######## atm_multi_session_ctrl ########
Figure 1. Sequential cells grouped by signal name (atm_multi_session_ctrl).
Other sequential cells in the stronger grey, the rest of the logic in the fainter grey.
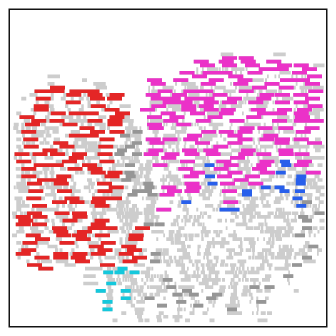

### src/rtl/atm_pkg.sv
// Shared types and encodings for the ATM session controller.
package atm_pkg;

  typedef enum logic [2:0] {
    ST_IDLE,
    ST_PIN_WAIT,
    ST_MENU,
    ST_EXEC,
    ST_EJECT
  } state_t;

  localparam logic [1:0] OP_INQ = 2'b00;
  localparam logic [1:0] OP_DEP = 2'b01;
  localparam logic [1:0] OP_WDR = 2'b10;
  localparam logic [1:0] OP_END = 2'b11;

  // Retry counter sized for the largest legal retry limit (7).
  localparam int unsigned MAX_TRIES_CAP = 7;
  localparam int unsigned TRY_W = $clog2(MAX_TRIES_CAP + 1);

endpackage

### src/rtl/atm_idle_timer.sv
// Idle counter with synchronous clear, count enable and terminal-count flag.
module atm_idle_timer #(
  parameter int unsigned TIMEOUT_CYC = 1000
) (
  input  logic clk,
  input  logic rst,
  input  logic clr,
  input  logic en,
  output logic expired
);

  localparam int unsigned CNT_W = $clog2(TIMEOUT_CYC + 1);
  localparam logic [CNT_W-1:0] LAST = CNT_W'(TIMEOUT_CYC - 1);

  logic [CNT_W-1:0] count_q;

  // Flag rises on the TIMEOUT_CYC-th enabled cycle after a clear.
  assign expired = en && (count_q == LAST);

  always_ff @(posedge clk) begin
    if (rst) begin
      count_q <= '0;
    end else if (clr) begin
      count_q <= '0;
    end else if (en && !expired) begin
      count_q <= count_q + CNT_W'(1);
    end
  end

endmodule

### src/rtl/atm_multi_session_ctrl.sv
// ATM session controller: account table, PIN check, service FSM and idle timeout.
// Optional per-session withdrawal cap enabled by defining ATM_SESSION_LIMIT_EN.
module atm_multi_session_ctrl
  import atm_pkg::*;
#(
  parameter int unsigned NUM_ACCOUNTS = 8,
  parameter int unsigned CARD_W       = 6,
  parameter int unsigned PIN_W        = 16,
  parameter int unsigned BAL_W        = 20,
  parameter int unsigned MAX_TRIES    = 3,
  parameter int unsigned TIMEOUT_CYC  = 1000,
  parameter int unsigned INIT_BAL     = 1000
`ifdef ATM_SESSION_LIMIT_EN
  , parameter int unsigned SESSION_LIMIT = 500
`endif
) (
  input  logic              clk,
  input  logic              rst,
  input  logic              cfg_we,
  input  logic [CARD_W-1:0] cfg_idx,
  input  logic [PIN_W-1:0]  cfg_pin,
  input  logic              card_in,
  input  logic [CARD_W-1:0] card_number,
  input  logic              pin_valid,
  input  logic [PIN_W-1:0]  pin,
  input  logic              op_valid,
  input  logic [1:0]        op,
  input  logic [BAL_W-1:0]  amount,
  output logic              busy,
  output logic [BAL_W-1:0]  balance,
  output logic              op_done,
  output logic              error,
  output logic              wrong_pin,
  output logic              locked,
  output logic              card_out
);

  localparam int unsigned IDX_W = (NUM_ACCOUNTS > 1) ? $clog2(NUM_ACCOUNTS) : 1;
  localparam logic [CARD_W:0]    NUM_ACC   = (CARD_W + 1)'(NUM_ACCOUNTS);
  localparam logic [TRY_W-1:0]   TRY_LIMIT = TRY_W'(MAX_TRIES);
  localparam logic [BAL_W-1:0]   INIT_VAL  = BAL_W'(INIT_BAL);

  state_t state, state_d;

  logic [PIN_W-1:0]        pin_mem [NUM_ACCOUNTS];
  logic [BAL_W-1:0]        bal_mem [NUM_ACCOUNTS];
  logic [NUM_ACCOUNTS-1:0] lock_q;

  logic [IDX_W-1:0] acct_q, idx_in, cfg_sel;
  logic [TRY_W-1:0] tries_q, tries_inc;
  logic [1:0]       op_q;
  logic [BAL_W-1:0] amt_q, balance_q, cur_bal, new_bal;
  logic [BAL_W:0]   dep_sum;

  logic op_done_q, error_q, wrong_pin_q, locked_q;
  logic op_done_d, error_d, wrong_pin_d, locked_d;
  logic card_ok, cfg_ok;
  logic accept_card, pin_ok, pin_bad, set_lock, latch_op, write_bal, strobe;
  logic timer_clr, timer_en, timeout;
  logic limit_hit;

`ifdef ATM_SESSION_LIMIT_EN
  logic [BAL_W-1:0] wdr_total_q;
  logic [BAL_W:0]   wdr_sum;
  assign wdr_sum   = {1'b0, wdr_total_q} + {1'b0, amt_q};
  assign limit_hit = wdr_sum > (BAL_W + 1)'(SESSION_LIMIT);
`else
  assign limit_hit = 1'b0;
`endif

  assign idx_in    = card_number[IDX_W-1:0];
  assign cfg_sel   = cfg_idx[IDX_W-1:0];
  assign card_ok   = {1'b0, card_number} < NUM_ACC;
  assign cfg_ok    = {1'b0, cfg_idx} < NUM_ACC;
  assign tries_inc = tries_q + TRY_W'(1);
  assign cur_bal   = bal_mem[acct_q];
  assign dep_sum   = {1'b0, cur_bal} + {1'b0, amt_q};
  assign timer_en  = (state == ST_PIN_WAIT) || (state == ST_MENU);

  always_comb begin
    state_d     = state;
    op_done_d   = 1'b0;
    error_d     = 1'b0;
    wrong_pin_d = 1'b0;
    locked_d    = 1'b0;
    accept_card = 1'b0;
    pin_ok      = 1'b0;
    pin_bad     = 1'b0;
    set_lock    = 1'b0;
    latch_op    = 1'b0;
    write_bal   = 1'b0;
    strobe      = 1'b0;
    new_bal     = cur_bal;
    unique case (state)
      ST_IDLE: begin
        if (card_in) begin
          if (!card_ok || lock_q[idx_in]) begin
            error_d = 1'b1;
            state_d = ST_EJECT;
          end else begin
            accept_card = 1'b1;
            state_d     = ST_PIN_WAIT;
          end
        end
      end
      ST_PIN_WAIT: begin
        if (timeout) begin
          error_d = 1'b1;
          state_d = ST_EJECT;
        end else if (pin_valid) begin
          strobe = 1'b1;
          if (pin == pin_mem[acct_q]) begin
            pin_ok  = 1'b1;
            state_d = ST_MENU;
          end else begin
            pin_bad     = 1'b1;
            wrong_pin_d = 1'b1;
            if (tries_inc == TRY_LIMIT) begin
              set_lock = 1'b1;
              locked_d = 1'b1;
              error_d  = 1'b1;
              state_d  = ST_EJECT;
            end
          end
        end
      end
      ST_MENU: begin
        if (timeout) begin
          error_d = 1'b1;
          state_d = ST_EJECT;
        end else if (op_valid) begin
          strobe = 1'b1;
          if (op == OP_END) begin
            state_d = ST_EJECT;
          end else begin
            latch_op = 1'b1;
            state_d  = ST_EXEC;
          end
        end
      end
      ST_EXEC: begin
        state_d = ST_MENU;
        unique case (op_q)
          OP_INQ: op_done_d = 1'b1;
          OP_DEP: begin
            if (dep_sum[BAL_W]) begin
              error_d = 1'b1;
            end else begin
              new_bal   = dep_sum[BAL_W-1:0];
              write_bal = 1'b1;
              op_done_d = 1'b1;
            end
          end
          OP_WDR: begin
            if ((amt_q > cur_bal) || limit_hit) begin
              error_d = 1'b1;
            end else begin
              new_bal   = cur_bal - amt_q;
              write_bal = 1'b1;
              op_done_d = 1'b1;
            end
          end
          default: ;
        endcase
      end
      ST_EJECT: state_d = ST_IDLE;
      default:  state_d = ST_IDLE;
    endcase
  end

  // A wrong PIN that does not lock stays in PIN_WAIT, so strobes clear the timer too.
  assign timer_clr = (state_d != state) || strobe;

  atm_idle_timer #(.TIMEOUT_CYC(TIMEOUT_CYC)) u_idle_timer (
    .clk     (clk),
    .rst     (rst),
    .clr     (timer_clr),
    .en      (timer_en),
    .expired (timeout)
  );

  always_ff @(posedge clk) begin
    if (rst) begin
      state       <= ST_IDLE;
      op_done_q   <= 1'b0;
      error_q     <= 1'b0;
      wrong_pin_q <= 1'b0;
      locked_q    <= 1'b0;
      balance_q   <= '0;
      acct_q      <= '0;
      tries_q     <= '0;
      op_q        <= '0;
      amt_q       <= '0;
      lock_q      <= '0;
      for (int unsigned i = 0; i < NUM_ACCOUNTS; i++) begin
        pin_mem[i] <= '0;
        bal_mem[i] <= INIT_VAL;
      end
`ifdef ATM_SESSION_LIMIT_EN
      wdr_total_q <= '0;
`endif
    end else begin
      state       <= state_d;
      op_done_q   <= op_done_d;
      error_q     <= error_d;
      wrong_pin_q <= wrong_pin_d;
      locked_q    <= locked_d;
      // The card check above reads the table before this write lands.
      if ((state == ST_IDLE) && cfg_we && cfg_ok) begin
        pin_mem[cfg_sel] <= cfg_pin;
        lock_q[cfg_sel]  <= 1'b0;
      end
      if (accept_card) begin
        acct_q  <= idx_in;
        tries_q <= '0;
      end
      if (pin_ok) balance_q <= bal_mem[acct_q];
      if (pin_bad) tries_q <= tries_inc;
      if (set_lock) lock_q[acct_q] <= 1'b1;
      if (latch_op) begin
        op_q  <= op;
        amt_q <= amount;
      end
      if (write_bal) begin
        bal_mem[acct_q] <= new_bal;
        balance_q       <= new_bal;
      end
`ifdef ATM_SESSION_LIMIT_EN
      if (accept_card) begin
        wdr_total_q <= '0;
      end else if (write_bal && (op_q == OP_WDR)) begin
        wdr_total_q <= wdr_sum[BAL_W-1:0];
      end
`endif
    end
  end

  assign busy      = (state != ST_IDLE);
  assign card_out  = (state == ST_EJECT);
  assign balance   = balance_q;
  assign op_done   = op_done_q;
  assign error     = error_q;
  assign wrong_pin = wrong_pin_q;
  assign locked    = locked_q;

endmodule

### config.mk
export PLATFORM = sky130hd
export DESIGN_NAME = atm_multi_session_ctrl
export DESIGN_NICKNAME = d
export VERILOG_FILES = /design/src/rtl/atm_pkg.sv /design/src/rtl/atm_idle_timer.sv /design/src/rtl/atm_multi_session_ctrl.sv
export SDC_FILE = /design/constraint.sdc
export NUM_CORES = 1
export LEC_CHECK = 0
export CAP_MARGIN = 10
export CORE_UTILIZATION = 35
export CTS_BUF_LIST = sky130_fd_sc_hd__clkbuf_4 sky130_fd_sc_hd__clkbuf_8 sky130_fd_sc_hd__clkbuf_16
export CTS_CLUSTER_DIAMETER = 60
export DETAILED_ROUTE_END_ITERATION = 12
export GPL_TIMING_DRIVEN = 0
export SLEW_MARGIN = 30
export SYNTH_ARGS = -nofsm -noshare
export SYNTH_HDL_FRONTEND = slang
export SYNTH_SLANG_ARGS = --single-unit
### constraint.sdc
create_clock -name clk -period 11.1 [get_ports clk]
set_input_delay 1.665 -clock clk [delete_from_list [all_inputs] [get_ports clk]]
set_output_delay 1.665 -clock clk [all_outputs]
set_load 0.005 [all_outputs]
######## i2s_sample_rx ########
--- src/rtl/i2s_sample_rx.sv ---
// I2S single-slot receiver: oversamples BCLK/LRCLK/SDATA on clk, deserialises one
// channel MSB first and hands each word to the DSP engine under its ready handshake.
module i2s_sample_rx #(
  parameter int unsigned data_width     = 16,
  parameter int unsigned slot_width     = 32,
  parameter bit          channel_select = 1'b0,
  parameter int unsigned sync_stages    = 2,
  parameter int unsigned timeout_cycles = 1024
) (
  input  logic                  clk,
  input  logic                  reset,
  input  logic                  i2s_bclk,
  input  logic                  i2s_lrclk,
  input  logic                  i2s_sdata,
  input  logic                  engine_ready,
  output logic [data_width-1:0] sample_out,
  output logic                  sample_ready,
  output logic                  overrun,
  input  logic                  overrun_clear,
  output logic                  frame_error,
  output logic                  active
);

  localparam int unsigned CNT_W = $clog2(slot_width) + 1;
  localparam int unsigned TO_W  = $clog2(timeout_cycles + 1);

  typedef enum logic [1:0] {S_IDLE, S_SKIP, S_SHIFT, S_DRAIN} state_t;

  logic [sync_stages-1:0] r_bclk_sync, r_lrclk_sync, r_sdata_sync;
  logic                   r_bclk_prev, r_lr_prev;
  logic [TO_W-1:0]        r_to_cnt;
  state_t                 r_state, w_state_next;
  logic [CNT_W-1:0]       r_bit_cnt;
  logic [data_width-1:0]  r_shreg, r_word, r_sample_out;
  logic                   r_pending, r_sample_ready, r_overrun, r_frame_error, r_active;

  logic                   w_bclk, w_lrclk, w_sdata, w_e, w_l, w_into_sel, w_to_hit;
  logic                   w_shift, w_done, w_short, w_cnt_clr, w_deliver;
  logic [data_width-1:0]  w_shreg_next, w_word;

  // NOTE: every register below uses non-blocking assignment so all flops update
  // together on the edge regardless of process evaluation order.
  always_ff @(posedge clk or negedge reset) begin
    if (!reset) begin
      r_bclk_sync  <= '0;
      r_lrclk_sync <= '0;
      r_sdata_sync <= '0;
      r_bclk_prev  <= 1'b0;
    end else begin
      r_bclk_sync  <= {r_bclk_sync[sync_stages-2:0], i2s_bclk};
      r_lrclk_sync <= {r_lrclk_sync[sync_stages-2:0], i2s_lrclk};
      r_sdata_sync <= {r_sdata_sync[sync_stages-2:0], i2s_sdata};
      r_bclk_prev  <= w_bclk;
    end
  end

  assign w_bclk     = r_bclk_sync[sync_stages-1];
  assign w_lrclk    = r_lrclk_sync[sync_stages-1];
  assign w_sdata    = r_sdata_sync[sync_stages-1];
  assign w_e        = w_bclk & ~r_bclk_prev;
  assign w_l        = w_e & (w_lrclk != r_lr_prev);
  assign w_into_sel = (w_lrclk == channel_select);
  // Fires once, on the cycle the idle count would reach timeout_cycles.
  assign w_to_hit   = ~w_e & (r_to_cnt == TO_W'(timeout_cycles - 1));

  always_ff @(posedge clk or negedge reset) begin
    if (!reset) begin
      r_lr_prev <= 1'b0;
      r_to_cnt  <= '0;
    end else begin
      if (w_e) r_lr_prev <= w_lrclk;
      if (w_e)
        r_to_cnt <= '0;
      else if (r_to_cnt != TO_W'(timeout_cycles))
        r_to_cnt <= r_to_cnt + 1'b1;
    end
  end

  always_ff @(posedge clk or negedge reset) begin
    if (!reset) r_state <= S_IDLE;
    else        r_state <= w_state_next;
  end

  // NOTE: the default assignment first keeps this combinational block latch-free.
  always_comb begin
    w_state_next = r_state;
    if (w_to_hit) begin
      w_state_next = S_IDLE;
    end else if (w_e) begin
      // Any LRCLK edge restarts the IDLE decision on the same E, so no frame is lost.
      if (w_l)
        w_state_next = w_into_sel ? S_SKIP : S_IDLE;
      else if (r_state == S_SKIP)
        w_state_next = S_SHIFT;
      else if (r_state == S_SHIFT && r_bit_cnt == CNT_W'(data_width - 1))
        w_state_next = S_DRAIN;
    end
  end

  always_comb begin
    w_shift   = w_e && !w_l && (r_state == S_SHIFT);
    w_done    = w_shift && (r_bit_cnt == CNT_W'(data_width - 1));
    w_short   = w_l && (r_state == S_SKIP || r_state == S_SHIFT);
    w_cnt_clr = w_e && !w_l && (r_state == S_SKIP);
  end

  assign w_shreg_next = (r_shreg << 1) | data_width'(w_sdata);

  always_ff @(posedge clk or negedge reset) begin
    if (!reset) begin
      r_bit_cnt <= '0;
      r_shreg   <= '0;
    end else begin
      if (w_cnt_clr)    r_bit_cnt <= '0;
      else if (w_shift) r_bit_cnt <= r_bit_cnt + 1'b1;
      if (w_shift)      r_shreg   <= w_shreg_next;
    end
  end

  // A word is handed over on the edge after a cycle with engine_ready high; the
  // freshly completed word bypasses the pending register and always wins.
  assign w_word    = w_done ? w_shreg_next : r_word;
  assign w_deliver = (w_done | r_pending) & engine_ready & ~r_sample_ready & ~w_to_hit;

  always_ff @(posedge clk or negedge reset) begin
    if (!reset) begin
      r_word         <= '0;
      r_pending      <= 1'b0;
      r_sample_out   <= '0;
      r_sample_ready <= 1'b0;
      r_overrun      <= 1'b0;
      r_frame_error  <= 1'b0;
      r_active       <= 1'b0;
    end else begin
      if (w_done) r_word <= w_shreg_next;
      if (w_to_hit || w_deliver) r_pending <= 1'b0;
      else if (w_done)           r_pending <= 1'b1;
      r_sample_ready <= w_deliver;
      if (w_deliver) r_sample_out <= w_word;
      if (w_done && r_pending) r_overrun <= 1'b1;
      else if (overrun_clear)  r_overrun <= 1'b0;
      r_frame_error <= w_short;
      if (w_to_hit)    r_active <= 1'b0;
      else if (w_done) r_active <= 1'b1;
    end
  end

  assign sample_out   = r_sample_out;
  assign sample_ready = r_sample_ready;
  assign overrun      = r_overrun;
  assign frame_error  = r_frame_error;
  assign active       = r_active;

endmodule
--- config.mk ---
export PLATFORM = sky130hd
export DESIGN_NAME = i2s_sample_rx
export DESIGN_NICKNAME = d
export VERILOG_FILES = /design/src/rtl/i2s_sample_rx.sv
export SDC_FILE = /design/constraint.sdc
export NUM_CORES = 1
export LEC_CHECK = 0
export ABC_AREA = 1
export CAP_MARGIN = 20
export CORE_ASPECT_RATIO = 2
export CORE_MARGIN = 2
export CORE_UTILIZATION = 31
export DETAILED_ROUTE_END_ITERATION = 8
export HOLD_SLACK_MARGIN = 0.12
export SLEW_MARGIN = 25
export SYNTH_ARGS = -nofsm -noshare
export SYNTH_HDL_FRONTEND = slang
export SYNTH_SLANG_ARGS = --single-unit
--- constraint.sdc ---
create_clock -name clk -period 2.5 [get_ports clk]
set_input_delay 0.5 -clock clk [delete_from_list [all_inputs] [get_ports clk]]
set_output_delay 0.5 -clock clk [all_outputs]
set_load 0.02 [all_outputs]
######## egk_bin_stream ########
===== src/rtl/egk_bin_stream.sv =====
// Order-k Exp-Golomb binarizer: streams one EGk bin string per request, MSB-first.
// Define EGK_PACKED_OUT_EN to also build the packed codeword / length / overflow outputs.
module egk_bin_stream #(
    parameter int VALUE_WIDTH = 8,
    parameter int K_WIDTH     = 3,
    parameter int BIN_WIDTH   = 32,
    parameter int LEN_WIDTH   = 8
) (
    input  logic                   clk,
    input  logic                   rst,
    input  logic                   start_i,
    input  logic [VALUE_WIDTH-1:0] N_i,
    input  logic [K_WIDTH-1:0]     k_i,
    input  logic                   signed_i,
    output logic                   ready_o,
    output logic                   bin_o,
    output logic                   bin_valid_o,
    input  logic                   bin_ready_i,
    output logic [BIN_WIDTH-1:0]   code_o,
    output logic [LEN_WIDTH-1:0]   bin_length_o,
    output logic                   done_o,
    output logic                   err_o
);

    localparam int M_W  = VALUE_WIDTH + 1;
    localparam int KC_W = $clog2(M_W + (1 << K_WIDTH)) + 1;

    typedef enum logic [1:0] {
        S_IDLE,
        S_PREFIX,
        S_SUFFIX,
        S_DONE
    } state_t;

    state_t          r_state, w_state_nxt;
    logic [M_W-1:0]  r_rem,   w_rem_nxt;
    logic [KC_W-1:0] r_kc,    w_kc_nxt;

    logic [M_W-1:0]  w_sext, w_map, w_pow, w_shr;
    logic            w_ge, w_bin, w_hs, w_accept;

    // se mapping in one extra bit so the most negative input maps without overflow.
    assign w_sext = {N_i[VALUE_WIDTH-1], N_i};
    always_comb begin
        if (!signed_i)
            w_map = {1'b0, N_i};
        else if (!N_i[VALUE_WIDTH-1] && (N_i != '0))
            w_map = (w_sext << 1) - M_W'(1);
        else
            w_map = M_W'(0) - (w_sext << 1);
    end

    // 2^kc is only representable below M_W; beyond that r can never reach it.
    assign w_pow = M_W'(1) << r_kc;
    assign w_ge  = (r_kc < KC_W'(M_W)) && (r_rem >= w_pow);
    assign w_shr = r_rem >> (r_kc - KC_W'(1));

    always_comb begin
        w_bin = 1'b0;
        case (r_state)
            S_PREFIX: w_bin = w_ge;
            S_SUFFIX: w_bin = w_shr[0];
            default:  w_bin = 1'b0;
        endcase
    end

    assign bin_valid_o = (r_state == S_PREFIX) || (r_state == S_SUFFIX);
    assign bin_o       = w_bin;
    assign ready_o     = (r_state == S_IDLE) && !rst;
    assign done_o      = (r_state == S_DONE);
    assign w_hs        = bin_valid_o && bin_ready_i;
    assign w_accept    = (r_state == S_IDLE) && start_i;

    // NOTE: every always_comb output gets a default first so no path leaves it unassigned (no latch).
    always_comb begin
        w_state_nxt = r_state;
        w_rem_nxt   = r_rem;
        w_kc_nxt    = r_kc;
        case (r_state)
            S_IDLE: begin
                if (start_i) begin
                    w_rem_nxt   = w_map;
                    w_kc_nxt    = KC_W'(k_i);
                    w_state_nxt = S_PREFIX;
                end
            end
            S_PREFIX: begin
                if (w_hs) begin
                    if (w_ge) begin
                        w_rem_nxt = r_rem - w_pow;
                        w_kc_nxt  = r_kc + KC_W'(1);
                    end else if (r_kc == '0) begin
                        w_state_nxt = S_DONE;
                    end else begin
                        w_state_nxt = S_SUFFIX;
                    end
                end
            end
            S_SUFFIX: begin
                if (w_hs) begin
                    w_kc_nxt = r_kc - KC_W'(1);
                    if (r_kc == KC_W'(1))
                        w_state_nxt = S_DONE;
                end
            end
            default: w_state_nxt = S_IDLE;
        endcase
    end

    // NOTE: sequential state uses non-blocking assignments so all registers update together at the edge.
    always_ff @(posedge clk) begin
        if (rst) begin
            r_state <= S_IDLE;
            r_rem   <= '0;
            r_kc    <= '0;
        end else begin
            r_state <= w_state_nxt;
            r_rem   <= w_rem_nxt;
            r_kc    <= w_kc_nxt;
        end
    end

`ifdef EGK_PACKED_OUT_EN
    logic [BIN_WIDTH-1:0] r_code;
    logic [LEN_WIDTH-1:0] r_len;

    // Shift-in packing: on overflow the oldest bins fall off the top, length stays exact.
    always_ff @(posedge clk) begin
        if (rst) begin
            r_code <= '0;
            r_len  <= '0;
        end else if (w_accept) begin
            r_code <= '0;
            r_len  <= '0;
        end else if (w_hs) begin
            r_code <= {r_code[BIN_WIDTH-2:0], w_bin};
            r_len  <= r_len + LEN_WIDTH'(1);
        end
    end

    assign code_o       = r_code;
    assign bin_length_o = r_len;
    assign err_o        = done_o && (r_len > LEN_WIDTH'(BIN_WIDTH));
`else
    assign code_o       = '0;
    assign bin_length_o = '0;
    assign err_o        = 1'b0;
`endif

endmodule


===== config.mk =====
export PLATFORM = sky130hd
export DESIGN_NAME = egk_bin_stream
export DESIGN_NICKNAME = d
export VERILOG_FILES = /design/src/rtl/egk_bin_stream.sv
export SDC_FILE = /design/constraint.sdc
export NUM_CORES = 1
export LEC_CHECK = 0
export ABC_AREA = 1
export CAP_MARGIN = 40
export CORE_UTILIZATION = 55
export DETAILED_ROUTE_END_ITERATION = 16
export MAX_ROUTING_LAYER = met4
export PLACE_DENSITY = 0.95
export SETUP_SLACK_MARGIN = 0.4
export SLEW_MARGIN = 20
export SYNTH_ARGS = -nofsm -noshare
export SYNTH_HDL_FRONTEND = slang
export SYNTH_SLANG_ARGS = --single-unit

===== constraint.sdc =====
create_clock -name clk -period 5.7 [get_ports clk]
set_input_delay 0.57 -clock clk [delete_from_list [all_inputs] [get_ports clk]]
set_output_delay 0.57 -clock clk [all_outputs]
set_load 0.005 [all_outputs]


## Gallery

Clock network drawn from the DEF.
shot_01.png
The bar under the picture is 20 um long.
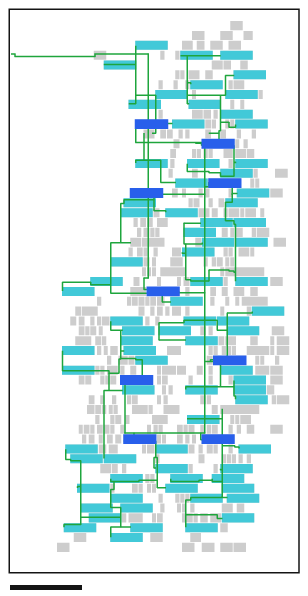
shot_02.png
The bar under the picture is 20 um long.
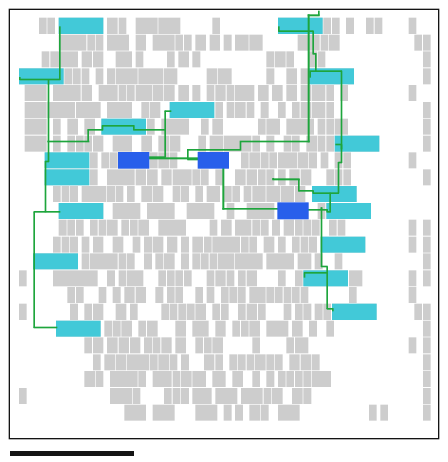
shot_03.png
The bar under the picture is 50 um long.
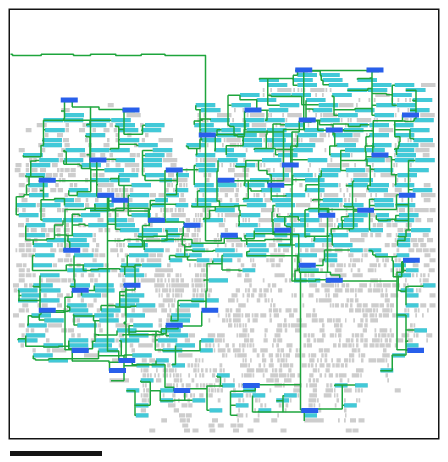
The one with the fewest sequential cells is shot_02.png.
The one with the most sequential cells is shot_03.png.
egk_bin_stream: shot_02.png
i2s_sample_rx: shot_01.png
atm_multi_session_ctrl: shot_03.png

Key to shot_03.png:
[cyan] flip-flops | count: 364
[green] clock wires | length: 5050 um
[blue] clock drivers | count: 41
routed clock nets	42

Figure 2. Routed metal, one colour a layer (atm_multi_session_ctrl).
The bar under the picture is 50 um long.
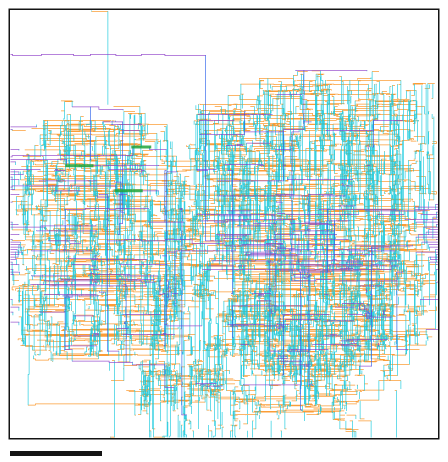
colour	layer	wire length
purple	metal 3	4010 um
blue	metal 4	1520 um
cyan	metal 2	25.9 mm
orange	metal 1	23.7 mm
green	metal 5	36.8 um
vias: 13500
final WL: 55.2 mm
Global Route Usage Sum: 20.6%
DR WL/cell: 22.5 um

Notes on Figure 1 above:
colour	signal	placed flops
blue	balance	20
cyan	u_idle_timer.count_q	10
red	pin_mem	128
magenta	bal_mem	160
Power Sequential: 0.00152 W
flop share of the area: 46.4%
area occupied by registers: 10200 um2
final core occ: 41.8%

==> results.json, atm_multi_session_ctrl <==
{
  "hold_path_class": "register to register",
  "finClkSkew_ns": 0.0270,
  "grt_use_met2_pct": 33.6,
  "grt_pass1_vias": 13400,
  "routabilityCongestion": 0.917,
  "core_um2": 52600,
  "ff2ff_setup_slack_ns": 3.48,
  "ys_cells": 1597,
  "outcome": "finished, final reports clean",
  "hold_path_end": "balance[18]",
  "max-cap-violations": 0,
  "fp_util_pct": 35.4,
  "endpoint_kind": "register",
  "ys_sh_xor_pct": 1.27,
  "top_area_cell": "edfxtp_1"
}
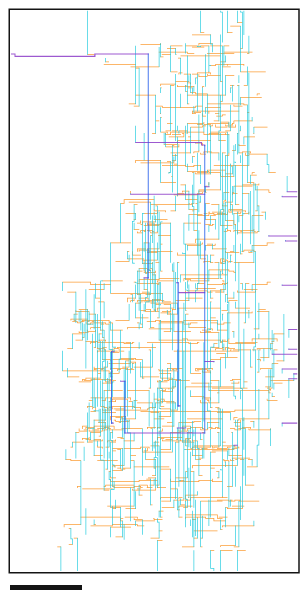
Figure 3: i2s_sample_rx, routed metal, one colour a layer.
The bar under the picture is 20 um long.
colour	layer	wire length
purple	metal 3	163 um
blue	metal 4	209 um
orange	metal 1	2470 um
cyan	metal 2	3550 um

==> results.json, i2s_sample_rx <==
{
  "outcome": "finished, final reports clean",
  "power_w": 0.00302,
  "path_cells": "inv_1 -> ha_1 -> nand3_2 -> nor2_8 -> nand2_4 -> nand2_4 -> nand3_4 -> nand2_1 -> o21ai_2",
  "synth.top_cell.area_share_pct": 55.7,
  "crit_start": "r_state[0]",
  "crit_required_ns": 2.70,
  "hold_path_class": "primary input to async pin",
  "layout.cells.non_filler": 566,
  "comb_area_um2": 1210,
  "vias": 2515,
  "seq_area_share_pct": 46.3,
  "lay_top_count": "nand2_1",
  "finalMaxSlewViolations": 0,
  "synthesis.instances": 389,
  "fp-row-count": 55,
  "boundaryPins": 27,
  "tap_cells": 142,
  "crit_type": "register to register",
  "layout_setup_ws_ns": 0.441,
  "nFlopsAndLatches": 79,
  "yosys-stat-area_um2": 3550,
  "routed_wl_mm": 6.39,
  "clk_pin_slew_ns": 0.06,
  "reg2regPathDepth": 9,
  "placed_cells": 550,
  "io_buffers": 26,
  "finalCritPeriodShare_pct": 82.3,
  "clock.latency.late_pin_ns": 0.33,
  "num-nonclk-buffers": 30,
  "drtIter0Drc": 72,
  "peakVddDrop_mv": 0.348,
  "ys_top_cells_by_count": "nand2_1 (82), dfrtp_1 (79), inv_1 (74)",
  "ys_sh_adder_pct": 1.76,
  "power.switching_w": 0.000715,
  "clkPwrFrac_pct": 46.0,
  "grt_pass1_vias": 2617,
  "dr_wl_met2_mm": 3.55,
  "cts_root_buffer": "clkbuf_16",
  "endpoint_kind": "register",
  "core_um2": 11200,
  "grt_busiest_layer": "met2",
  "dr_wl_met3_um": 163,
  "intPower_w": 0.00230,
  "relSlewSlack_pct": 63.7,
  "crit_family": "simple AND/OR/NAND/NOR gates"
}
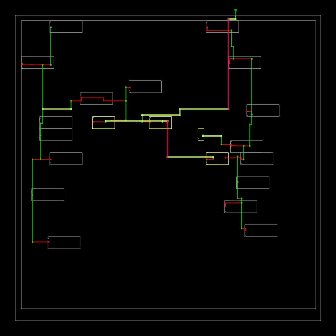
Figure 4: egk_bin_stream, clock routing.
clk_skew: 0.00130 ns
Flop Count: 17
# clk buffers: 4
Num CTS Buffers: 3
Clk power: 0.0000927 W

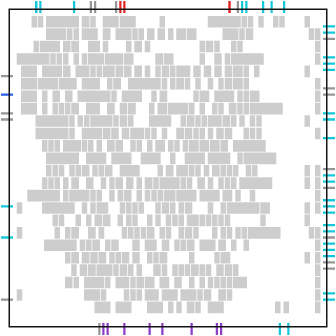
Figure 5: egk_bin_stream, ports around the boundary.
Pins as bars across the die edge, other pins in grey.
colour	port	pins	direction	edge
red	k_i	3	input	top
cyan	code_o	32	output	20 right, 8 top, 2 left, 2 bottom
blue	start_i	1	input	left
purple	N_i	8	input	bottom
all pins by edge	28 right, 15 top, 11 bottom, 7 left
Die X: 69.2 um
die y size: 69.2 um
# port buffers: 19

==> results.json, egk_bin_stream <==
{
  "max-cap-violations": 0,
  "netlist_logic_family_top": "simple AND/OR/NAND/NOR gates",
  "ys.flops": 17,
  "worst_pin_slew_ns": 0.516,
  "dr.max_layer_used": "met4",
  "tritoncts": "built",
  "synth.top_cell.area_share_pct": 16.8,
  "crit_start": "r_kc[0]",
  "routabilityCongestion": 0.976,
  "clock.latency.late_pin_ns": 0.25,
  "intPower_w": 0.000597,
  "num-nonclk-buffers": 20,
  "viasPerCell": 5.34,
  "grt_overflow": 0,
  "grt_busiest_layer": "met2",
  "largest_cell_class": "multi-input combinational cells",
  "design_area_um2": 2580,
  "yosys-stat-area_um2": 2480,
  "seq_area_share_pct": 13.2,
  "synth.avg_cell_area_um2": 5.78,
  "lay_top_count": "nand2_1",
  "crit_end": "bin_o",
  "cts_buffer_depth": 2,
  "hold_violations": 0,
  "utilization_pct": 59.3,
  "hold_path_class": "register to register",
  "outcome": "finished, final reports clean"
}

######## mem_tx_reader ########
Figure 6. Clock routing (mem_tx_reader).
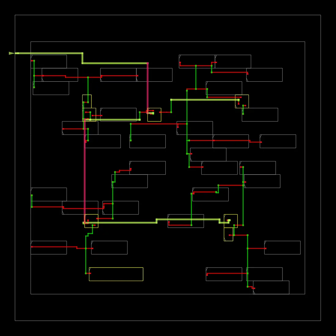

### src/rtl/mem_tx_reader_pkg.sv
`default_nettype none
// +----------------------------------------------------------------------------+
// | Module : mem_tx_pkg                                                        |
// | Brief  : Shared types, default widths and count decode for mem_tx_reader.  |
// | Rev    : 1.0  initial release                                              |
// +----------------------------------------------------------------------------+
package mem_tx_pkg;

    localparam int DEF_DATA_WIDTH = 16;
    localparam int DEF_ADDR_WIDTH = 5;
    localparam int DEF_CNT_WIDTH  = 5;

    typedef enum logic [2:0] {
        IDLE = 3'd0,
        STAT = 3'd1,
        RD   = 3'd2,
        CAP  = 3'd3,
        SEND = 3'd4
    } state_e;

    // A zero word count stands for the full 2**width words.
    function automatic logic [31:0] decode_cnt(input logic [31:0] cnt, input int unsigned width);
        decode_cnt = (cnt == 32'd0) ? (32'd1 << width) : cnt;
    endfunction

endpackage
`default_nettype wire

### src/rtl/mem_tx_reader.sv
`default_nettype none
// +----------------------------------------------------------------------------+
// | Module : mem_tx_reader                                                     |
// | Brief  : Fetches a block of words from the message RAM and streams them to |
// |          the transmit encoder over valid/ready. Optional MEM_TX_STATUS_EN   |
// |          prepends a status word to every block.                            |
// | Rev    : 1.0  initial release                                              |
// +----------------------------------------------------------------------------+
module mem_tx_reader
    import mem_tx_pkg::*;
#(
    parameter int DATA_WIDTH = DEF_DATA_WIDTH,
    parameter int ADDR_WIDTH = DEF_ADDR_WIDTH,
    parameter int CNT_WIDTH  = DEF_CNT_WIDTH
) (
    input  logic                  clk,
    input  logic                  reset,
    input  logic                  start,
    input  logic [ADDR_WIDTH-1:0] base_addr,
    input  logic [CNT_WIDTH-1:0]  word_cnt,
    input  logic                  abort,
`ifdef MEM_TX_STATUS_EN
    input  logic [DATA_WIDTH-1:0] status_word,
`endif
    output logic [ADDR_WIDTH-1:0] rdaddress,
    input  logic [DATA_WIDTH-1:0] q,
    output logic [DATA_WIDTH-1:0] tx_data,
    output logic                  tx_valid,
    input  logic                  tx_ready,
    output logic                  tx_last,
    output logic                  busy,
    output logic                  done
);

    localparam logic [CNT_WIDTH:0] C_REM_ONE = (CNT_WIDTH+1)'(1);

    state_e                state_q,     state_d;
    logic [ADDR_WIDTH-1:0] ptr_q,       ptr_d;
    logic [CNT_WIDTH:0]    remaining_q, remaining_d;
    logic [DATA_WIDTH-1:0] tx_data_q,   tx_data_d;
    logic                  tx_valid_q,  tx_valid_d;
    logic                  tx_last_q,   tx_last_d;
    logic                  busy_q,      busy_d;
    logic                  done_q,      done_d;
    logic                  w_handshake;

    assign w_handshake = tx_valid_q && tx_ready;

    always_comb begin
        state_d     = state_q;
        ptr_d       = ptr_q;
        remaining_d = remaining_q;
        tx_data_d   = tx_data_q;
        tx_valid_d  = tx_valid_q;
        tx_last_d   = tx_last_q;
        done_d      = 1'b0;

        case (state_q)
            IDLE: begin
                if (start) begin
                    ptr_d       = base_addr;
                    remaining_d = (CNT_WIDTH+1)'(decode_cnt(32'(word_cnt), CNT_WIDTH));
`ifdef MEM_TX_STATUS_EN
                    tx_data_d   = status_word;
                    tx_valid_d  = 1'b1;
                    tx_last_d   = 1'b0;
                    state_d     = STAT;
`else
                    state_d     = RD;
`endif
                end
            end
            STAT: begin
                if (w_handshake) begin
                    tx_valid_d = 1'b0;
                    state_d    = RD;
                end
            end
            // Address is already on the RAM; its registered q appears next cycle.
            RD: state_d = CAP;
            CAP: begin
                tx_data_d  = q;
                tx_valid_d = 1'b1;
                tx_last_d  = (remaining_q == C_REM_ONE);
                state_d    = SEND;
            end
            SEND: begin
                if (w_handshake) begin
                    tx_valid_d  = 1'b0;
                    tx_last_d   = 1'b0;
                    remaining_d = remaining_q - C_REM_ONE;
                    if (remaining_q == C_REM_ONE) begin
                        done_d  = 1'b1;
                        state_d = IDLE;
                    end else begin
                        ptr_d   = ptr_q + ADDR_WIDTH'(1);
                        state_d = RD;
                    end
                end
            end
            default: state_d = IDLE;
        endcase

        // Abort overrides any start or handshake seen in the same cycle.
        if (abort) begin
            state_d    = IDLE;
            tx_valid_d = 1'b0;
            tx_last_d  = 1'b0;
            done_d     = 1'b0;
        end
    end

    assign busy_d = (state_d != IDLE);

    always_ff @(posedge clk) begin
        if (reset) begin
            state_q     <= IDLE;
            ptr_q       <= '0;
            remaining_q <= '0;
            tx_data_q   <= '0;
            tx_valid_q  <= 1'b0;
            tx_last_q   <= 1'b0;
            busy_q      <= 1'b0;
            done_q      <= 1'b0;
        end else begin
            state_q     <= state_d;
            ptr_q       <= ptr_d;
            remaining_q <= remaining_d;
            tx_data_q   <= tx_data_d;
            tx_valid_q  <= tx_valid_d;
            tx_last_q   <= tx_last_d;
            busy_q      <= busy_d;
            done_q      <= done_d;
        end
    end

    assign rdaddress = ptr_q;
    assign tx_data   = tx_data_q;
    assign tx_valid  = tx_valid_q;
    assign tx_last   = tx_last_q;
    assign busy      = busy_q;
    assign done      = done_q;

endmodule
`default_nettype wire

### config.mk
export PLATFORM = sky130hd
export DESIGN_NAME = mem_tx_reader
export DESIGN_NICKNAME = d
export VERILOG_FILES = /design/src/rtl/mem_tx_reader_pkg.sv /design/src/rtl/mem_tx_reader.sv
export SDC_FILE = /design/constraint.sdc
export NUM_CORES = 1
export LEC_CHECK = 0
export CORE_MARGIN = 3
export CORE_UTILIZATION = 50
export CTS_BUF_LIST = sky130_fd_sc_hd__clkbuf_4 sky130_fd_sc_hd__clkbuf_8
export DETAILED_ROUTE_END_ITERATION = 10
export PLACE_DENSITY = 0.87
export SYNTH_ARGS = -nofsm -noshare
export SYNTH_HDL_FRONTEND = slang
export SYNTH_SLANG_ARGS = --single-unit
### constraint.sdc
create_clock -name clk -period 3.3 [get_ports clk]
set_input_delay 0.33 -clock clk [delete_from_list [all_inputs] [get_ports clk]]
set_output_delay 0.33 -clock clk [all_outputs]
set_load 0.01 [all_outputs]
######## wptr_full_ctrl_flat ########
[config.mk]
export PLATFORM = sky130hd
export DESIGN_NAME = wptr_full_ctrl_flat
export DESIGN_NICKNAME = d
export VERILOG_FILES = /design/src/rtl/wptr_full_ctrl_if.sv /design/src/rtl/wptr_full_ctrl.sv /design/src/flat_wrapper.sv
export SDC_FILE = /design/constraint.sdc
export NUM_CORES = 1
export LEC_CHECK = 0
export CAP_MARGIN = 20
export CORE_MARGIN = 2
export CORE_UTILIZATION = 43
export CTS_CLUSTER_DIAMETER = 60
export DETAILED_ROUTE_END_ITERATION = 12
export PLACE_DENSITY = 0.78
export REMOVE_ABC_BUFFERS = 1
export SYNTH_ARGS = -nofsm -noshare
export SYNTH_HDL_FRONTEND = slang
export SYNTH_SLANG_ARGS = --single-unit
[constraint.sdc]
create_clock -name clk -period 2.9 [get_ports clk]
set_input_delay 0.87 -clock clk [delete_from_list [all_inputs] [get_ports clk]]
set_output_delay 0.87 -clock clk [all_outputs]
set_load 0.01 [all_outputs]
[src/rtl/wptr_full_ctrl_if.sv]
// Write-side bundle between the FIFO write controller and its producer / read-domain synchronizer.
// master drives the request side; slave is the controller that owns pointers and flags.
interface wptr_full_ctrl_if #(
  parameter int ADDR_W = 5
);
  logic              winc;
  logic [ADDR_W:0]   wq2_rptr;
  logic              wovf_clr;
  logic [ADDR_W-1:0] waddr;
  logic [ADDR_W:0]   wptr;
  logic              wfull;
  logic              walmost_full;
  logic [ADDR_W:0]   wlevel;
  logic              woverflow;

  modport master (
    output winc, wq2_rptr, wovf_clr,
    input  waddr, wptr, wfull, walmost_full, wlevel, woverflow
  );

  modport slave (
    input  winc, wq2_rptr, wovf_clr,
    output waddr, wptr, wfull, walmost_full, wlevel, woverflow
  );
endinterface

[src/rtl/wptr_full_ctrl.sv]
// Write-domain pointer / full-flag controller for an asynchronous FIFO.
// Keeps binary and Gray write pointers, and derives full, almost-full, level and sticky overflow.
module wptr_full_ctrl #(
  parameter int ADDR_W   = 5,
  parameter int AFULL_TH = 28
) (
  input logic           clk,
  input logic           rst_n,
  wptr_full_ctrl_if.slave bus
);

  localparam int              PW        = ADDR_W + 1;
  localparam logic [ADDR_W:0] AFULL_LVL = PW'(AFULL_TH);

  logic [ADDR_W:0] wbin;
  logic [ADDR_W:0] wgray;
  logic [ADDR_W:0] wlevel_q;
  logic            wfull_q;
  logic            walmost_q;
  logic            wovf_q;

  logic            accept;
  logic [ADDR_W:0] wbin_next;
  logic [ADDR_W:0] wgray_next;
  logic [ADDR_W:0] rptr_full_cmp;
  logic [ADDR_W:0] rbin;
  logic [ADDR_W:0] wlevel_next;
  logic            wfull_next;
  logic            walmost_next;
  logic            wovf_next;

  // Gray-to-binary: each binary bit is the XOR of all Gray bits at or above it.
  always_comb begin
    rbin = '0;
    for (int i = 0; i <= ADDR_W; i++) begin
      rbin[i] = ^(bus.wq2_rptr >> i);
    end
  end

  // Full means the next write pointer equals the read pointer with its top two Gray bits inverted.
  always_comb begin
    accept        = bus.winc & ~wfull_q;
    wbin_next     = wbin + {{ADDR_W{1'b0}}, accept};
    wgray_next    = (wbin_next >> 1) ^ wbin_next;
    rptr_full_cmp = {~bus.wq2_rptr[ADDR_W:ADDR_W-1], bus.wq2_rptr[ADDR_W-2:0]};
    wfull_next    = (wgray_next == rptr_full_cmp);
    wlevel_next   = wbin_next - rbin;
    walmost_next  = (wlevel_next >= AFULL_LVL);
    wovf_next     = wovf_q;
    if (bus.winc && wfull_q) begin
      wovf_next = 1'b1;
    end else if (bus.wovf_clr) begin
      wovf_next = 1'b0;
    end
  end

  always_ff @(posedge clk or negedge rst_n) begin
    if (!rst_n) begin
      wbin      <= '0;
      wgray     <= '0;
      wlevel_q  <= '0;
      wfull_q   <= 1'b0;
      walmost_q <= 1'b0;
      wovf_q    <= 1'b0;
    end else begin
      wbin      <= wbin_next;
      wgray     <= wgray_next;
      wlevel_q  <= wlevel_next;
      wfull_q   <= wfull_next;
      walmost_q <= walmost_next;
      wovf_q    <= wovf_next;
    end
  end

  // wptr crosses into the read domain, so it comes straight from the Gray flop.
  assign bus.waddr        = wbin[ADDR_W-1:0];
  assign bus.wptr         = wgray;
  assign bus.wfull        = wfull_q;
  assign bus.walmost_full = walmost_q;
  assign bus.wlevel       = wlevel_q;
  assign bus.woverflow    = wovf_q;

endmodule
[src/flat_wrapper.sv]
// flat-port wrapper written by rule: the top's interface ports become plain ports
module wptr_full_ctrl_flat 
#(
  parameter int ADDR_W   = 5,
  parameter int AFULL_TH = 28
)
  (clk, rst_n, bus_winc, bus_wq2_rptr, bus_wovf_clr, bus_waddr, bus_wptr, bus_wfull, bus_walmost_full, bus_wlevel, bus_woverflow);
  wptr_full_ctrl_if #(.ADDR_W(ADDR_W)) bus_i ();
  input logic clk;
  input logic rst_n;
  input wire logic [$bits(bus_i.winc)-1:0] bus_winc;
  input wire logic [$bits(bus_i.wq2_rptr)-1:0] bus_wq2_rptr;
  input wire logic [$bits(bus_i.wovf_clr)-1:0] bus_wovf_clr;
  output wire logic [$bits(bus_i.waddr)-1:0] bus_waddr;
  output wire logic [$bits(bus_i.wptr)-1:0] bus_wptr;
  output wire logic [$bits(bus_i.wfull)-1:0] bus_wfull;
  output wire logic [$bits(bus_i.walmost_full)-1:0] bus_walmost_full;
  output wire logic [$bits(bus_i.wlevel)-1:0] bus_wlevel;
  output wire logic [$bits(bus_i.woverflow)-1:0] bus_woverflow;
  assign bus_i.winc = bus_winc;
  assign bus_i.wq2_rptr = bus_wq2_rptr;
  assign bus_i.wovf_clr = bus_wovf_clr;
  assign bus_waddr = bus_i.waddr;
  assign bus_wptr = bus_i.wptr;
  assign bus_wfull = bus_i.wfull;
  assign bus_walmost_full = bus_i.walmost_full;
  assign bus_wlevel = bus_i.wlevel;
  assign bus_woverflow = bus_i.woverflow;
  wptr_full_ctrl #(.ADDR_W(ADDR_W), .AFULL_TH(AFULL_TH)) u_core (.clk(clk), .rst_n(rst_n), .bus(bus_i));
endmodule

==> notes/layouts.md <==
Pictures saved along the way, in no particular order.

Sequential cells grouped by signal name.
Other sequential cells in the stronger grey, the rest of the logic in the fainter grey.
Plate I
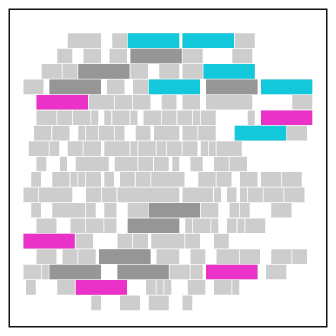
Plate II
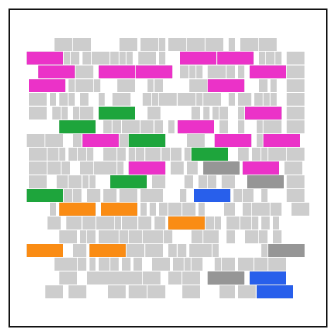
wptr_full_ctrl_flat -> Plate I
mem_tx_reader -> Plate II
The one with the most cells is Plate II.
The one with the most sequential cells is Plate II.

Key to Plate II:
colour	signal	placed flops
magenta	tx_data	16
blue	state_q	3
green	remaining_q	6
orange	rdaddress	5
not coloured	4

Figure 7. Ports around the boundary (mem_tx_reader).
Pins as bars across the die edge, other pins in grey.
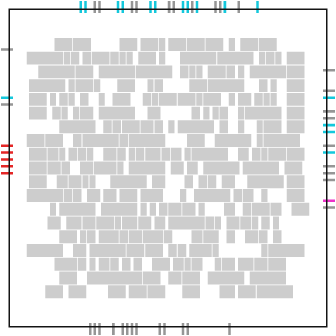
colour	port	pins	direction	edge
magenta	tx_valid	1	output	right
cyan	q	16	input	11 top, 4 right, 1 left
red	word_cnt	5	input	left
all pins by edge	21 top, 14 right, 13 bottom, 8 left
# port buffers: 55
Die X: 62.6 um
die y size: 62.6 um

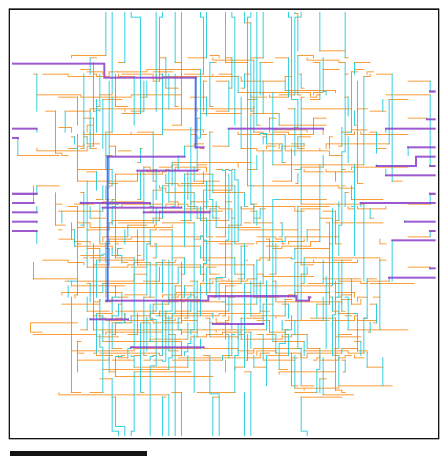
Figure 8: mem_tx_reader, routed metal, one colour a layer.
The bar under the picture is 20 um long.
colour	layer	wire length
orange	metal 1	1750 um
cyan	metal 2	1950 um
purple	metal 3	232 um
blue	metal 4	31.3 um
final WL: 3.96 mm
DR WL/cell: 13.5 um
vias: 1634
Global Route Usage Sum: 20.8%

Notes on Figure 6 above:
Flop Count: 34
# clk buffers: 5
clk_skew: 0.0146 ns
Num CTS Buffers: 5

==> results.json, mem_tx_reader <==
{
  "boundaryPins": 56,
  "crit_arrival_ns": 2.29,
  "comb_cells": 150,
  "grt_start_max_net_pins": 29,
  "crit_path_max_fanout": 19,
  "tritoncts": "built",
  "grt_pass1_wl_mm": 6.58,
  "ff2ff_setup_slack_ns": 1.30,
  "final.setup.tns_ns": 0,
  "outcome": "finished, final reports clean",
  "yosys-stat-area_um2": 1600,
  "placed_cells": 286,
  "largest_cell_class": "multi-input combinational cells",
  "dr.max_layer_used": "met4",
  "layout.cells.non_filler": 294,
  "r2r-end": "rdaddress[4]",
  "crit_family": "simple AND/OR/NAND/NOR gates",
  "comb_share_pct": 37.8,
  "groute.layer.met3.usage_pct": 5.04,
  "critical_path_depth": 4,
  "utilization_pct": 76.7,
  "ys_seq_share_pct": 42.5,
  "cts_setup_buffers": 0
}
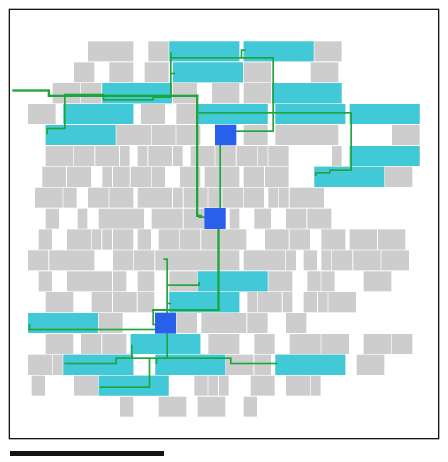
Figure 9: wptr_full_ctrl_flat, clock network drawn from the DEF.
The bar under the picture is 20 um long.
[cyan] flip-flops | count: 20
[green] clock wires | length: 246 um
[blue] clock drivers | count: 3
routed clock nets	4
clk_skew: 0.00385 ns
clock network fraction of total power: 10.2%
Clk power: 0.000229 W
Late-Pin Clk Latency: 0.30 ns

==> results.json, wptr_full_ctrl_flat <==
{
  "path_buffers": 3,
  "crit_end": "u_core.bus.walmost_full",
  "crit_type": "primary input to register",
  "fp_util_pct": 46.0,
  "worst_pin_slew_ns": 0.417,
  "drc": 0,
  "grt_antenna_before_repair": 0,
  "boundaryPins": 30,
  "die_area_um2": 3100,
  "critical_path_depth": 12,
  "cts_root_buffer": "clkbuf_4",
  "ys.flops": 20,
  "finalCritPeriodShare_pct": 97.6,
  "ctsHtreeMaxLevel": 1,
  "utilization_pct": 69.7,
  "mux_share_pct": 1.85,
  "pwr-share-seq_pct": 23.1,
  "firstDrtPassIters": 4,
  "hold_path_end": "u_core.bus.woverflow",
  "dr.max_layer_used": "met4",
  "powerDensity_nw_per_um2": 1290,
  "crit_arrival_ns": 3.04,
  "grt_pass1_vias": 1024,
  "start_kind": "primary input",
  "period_needed_ns": 2.83,
  "grt_busiest_layer": "met2",
  "nFillCells": 179,
  "leakagePower_nw": 0.797,
  "slowest_stage": "or4_4",
  "outcome": "finished, final reports clean",
  "maxPowerGroup": "combinational cells",
  "grt_start_max_net_pins": 21,
  "seq_area_um2": 500,
  "tap_cells": 30,
  "layout_setup_ws_ns": 0.0700
}


==> notes/layouts.md <==
Pictures saved along the way, in no particular order.

Clock routing.
(a)
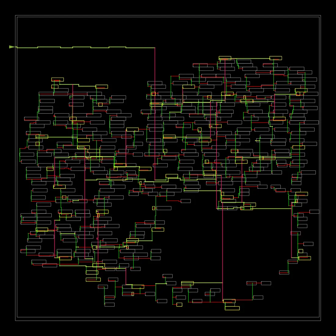
(b)
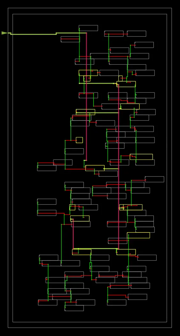
(c)
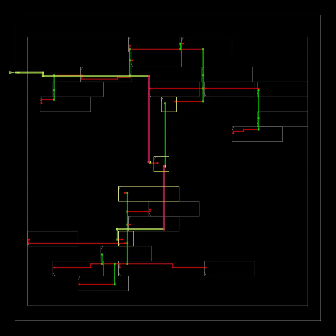
| from | picture |
|---|---|
| i2s_sample_rx | (b) |
| atm_multi_session_ctrl | (a) |
| wptr_full_ctrl_flat | (c) |
The one with the most sequential cells is (a).
The one with the fewest clock buffers is (c).

Power is estimated from default activity; no workload was simulated.
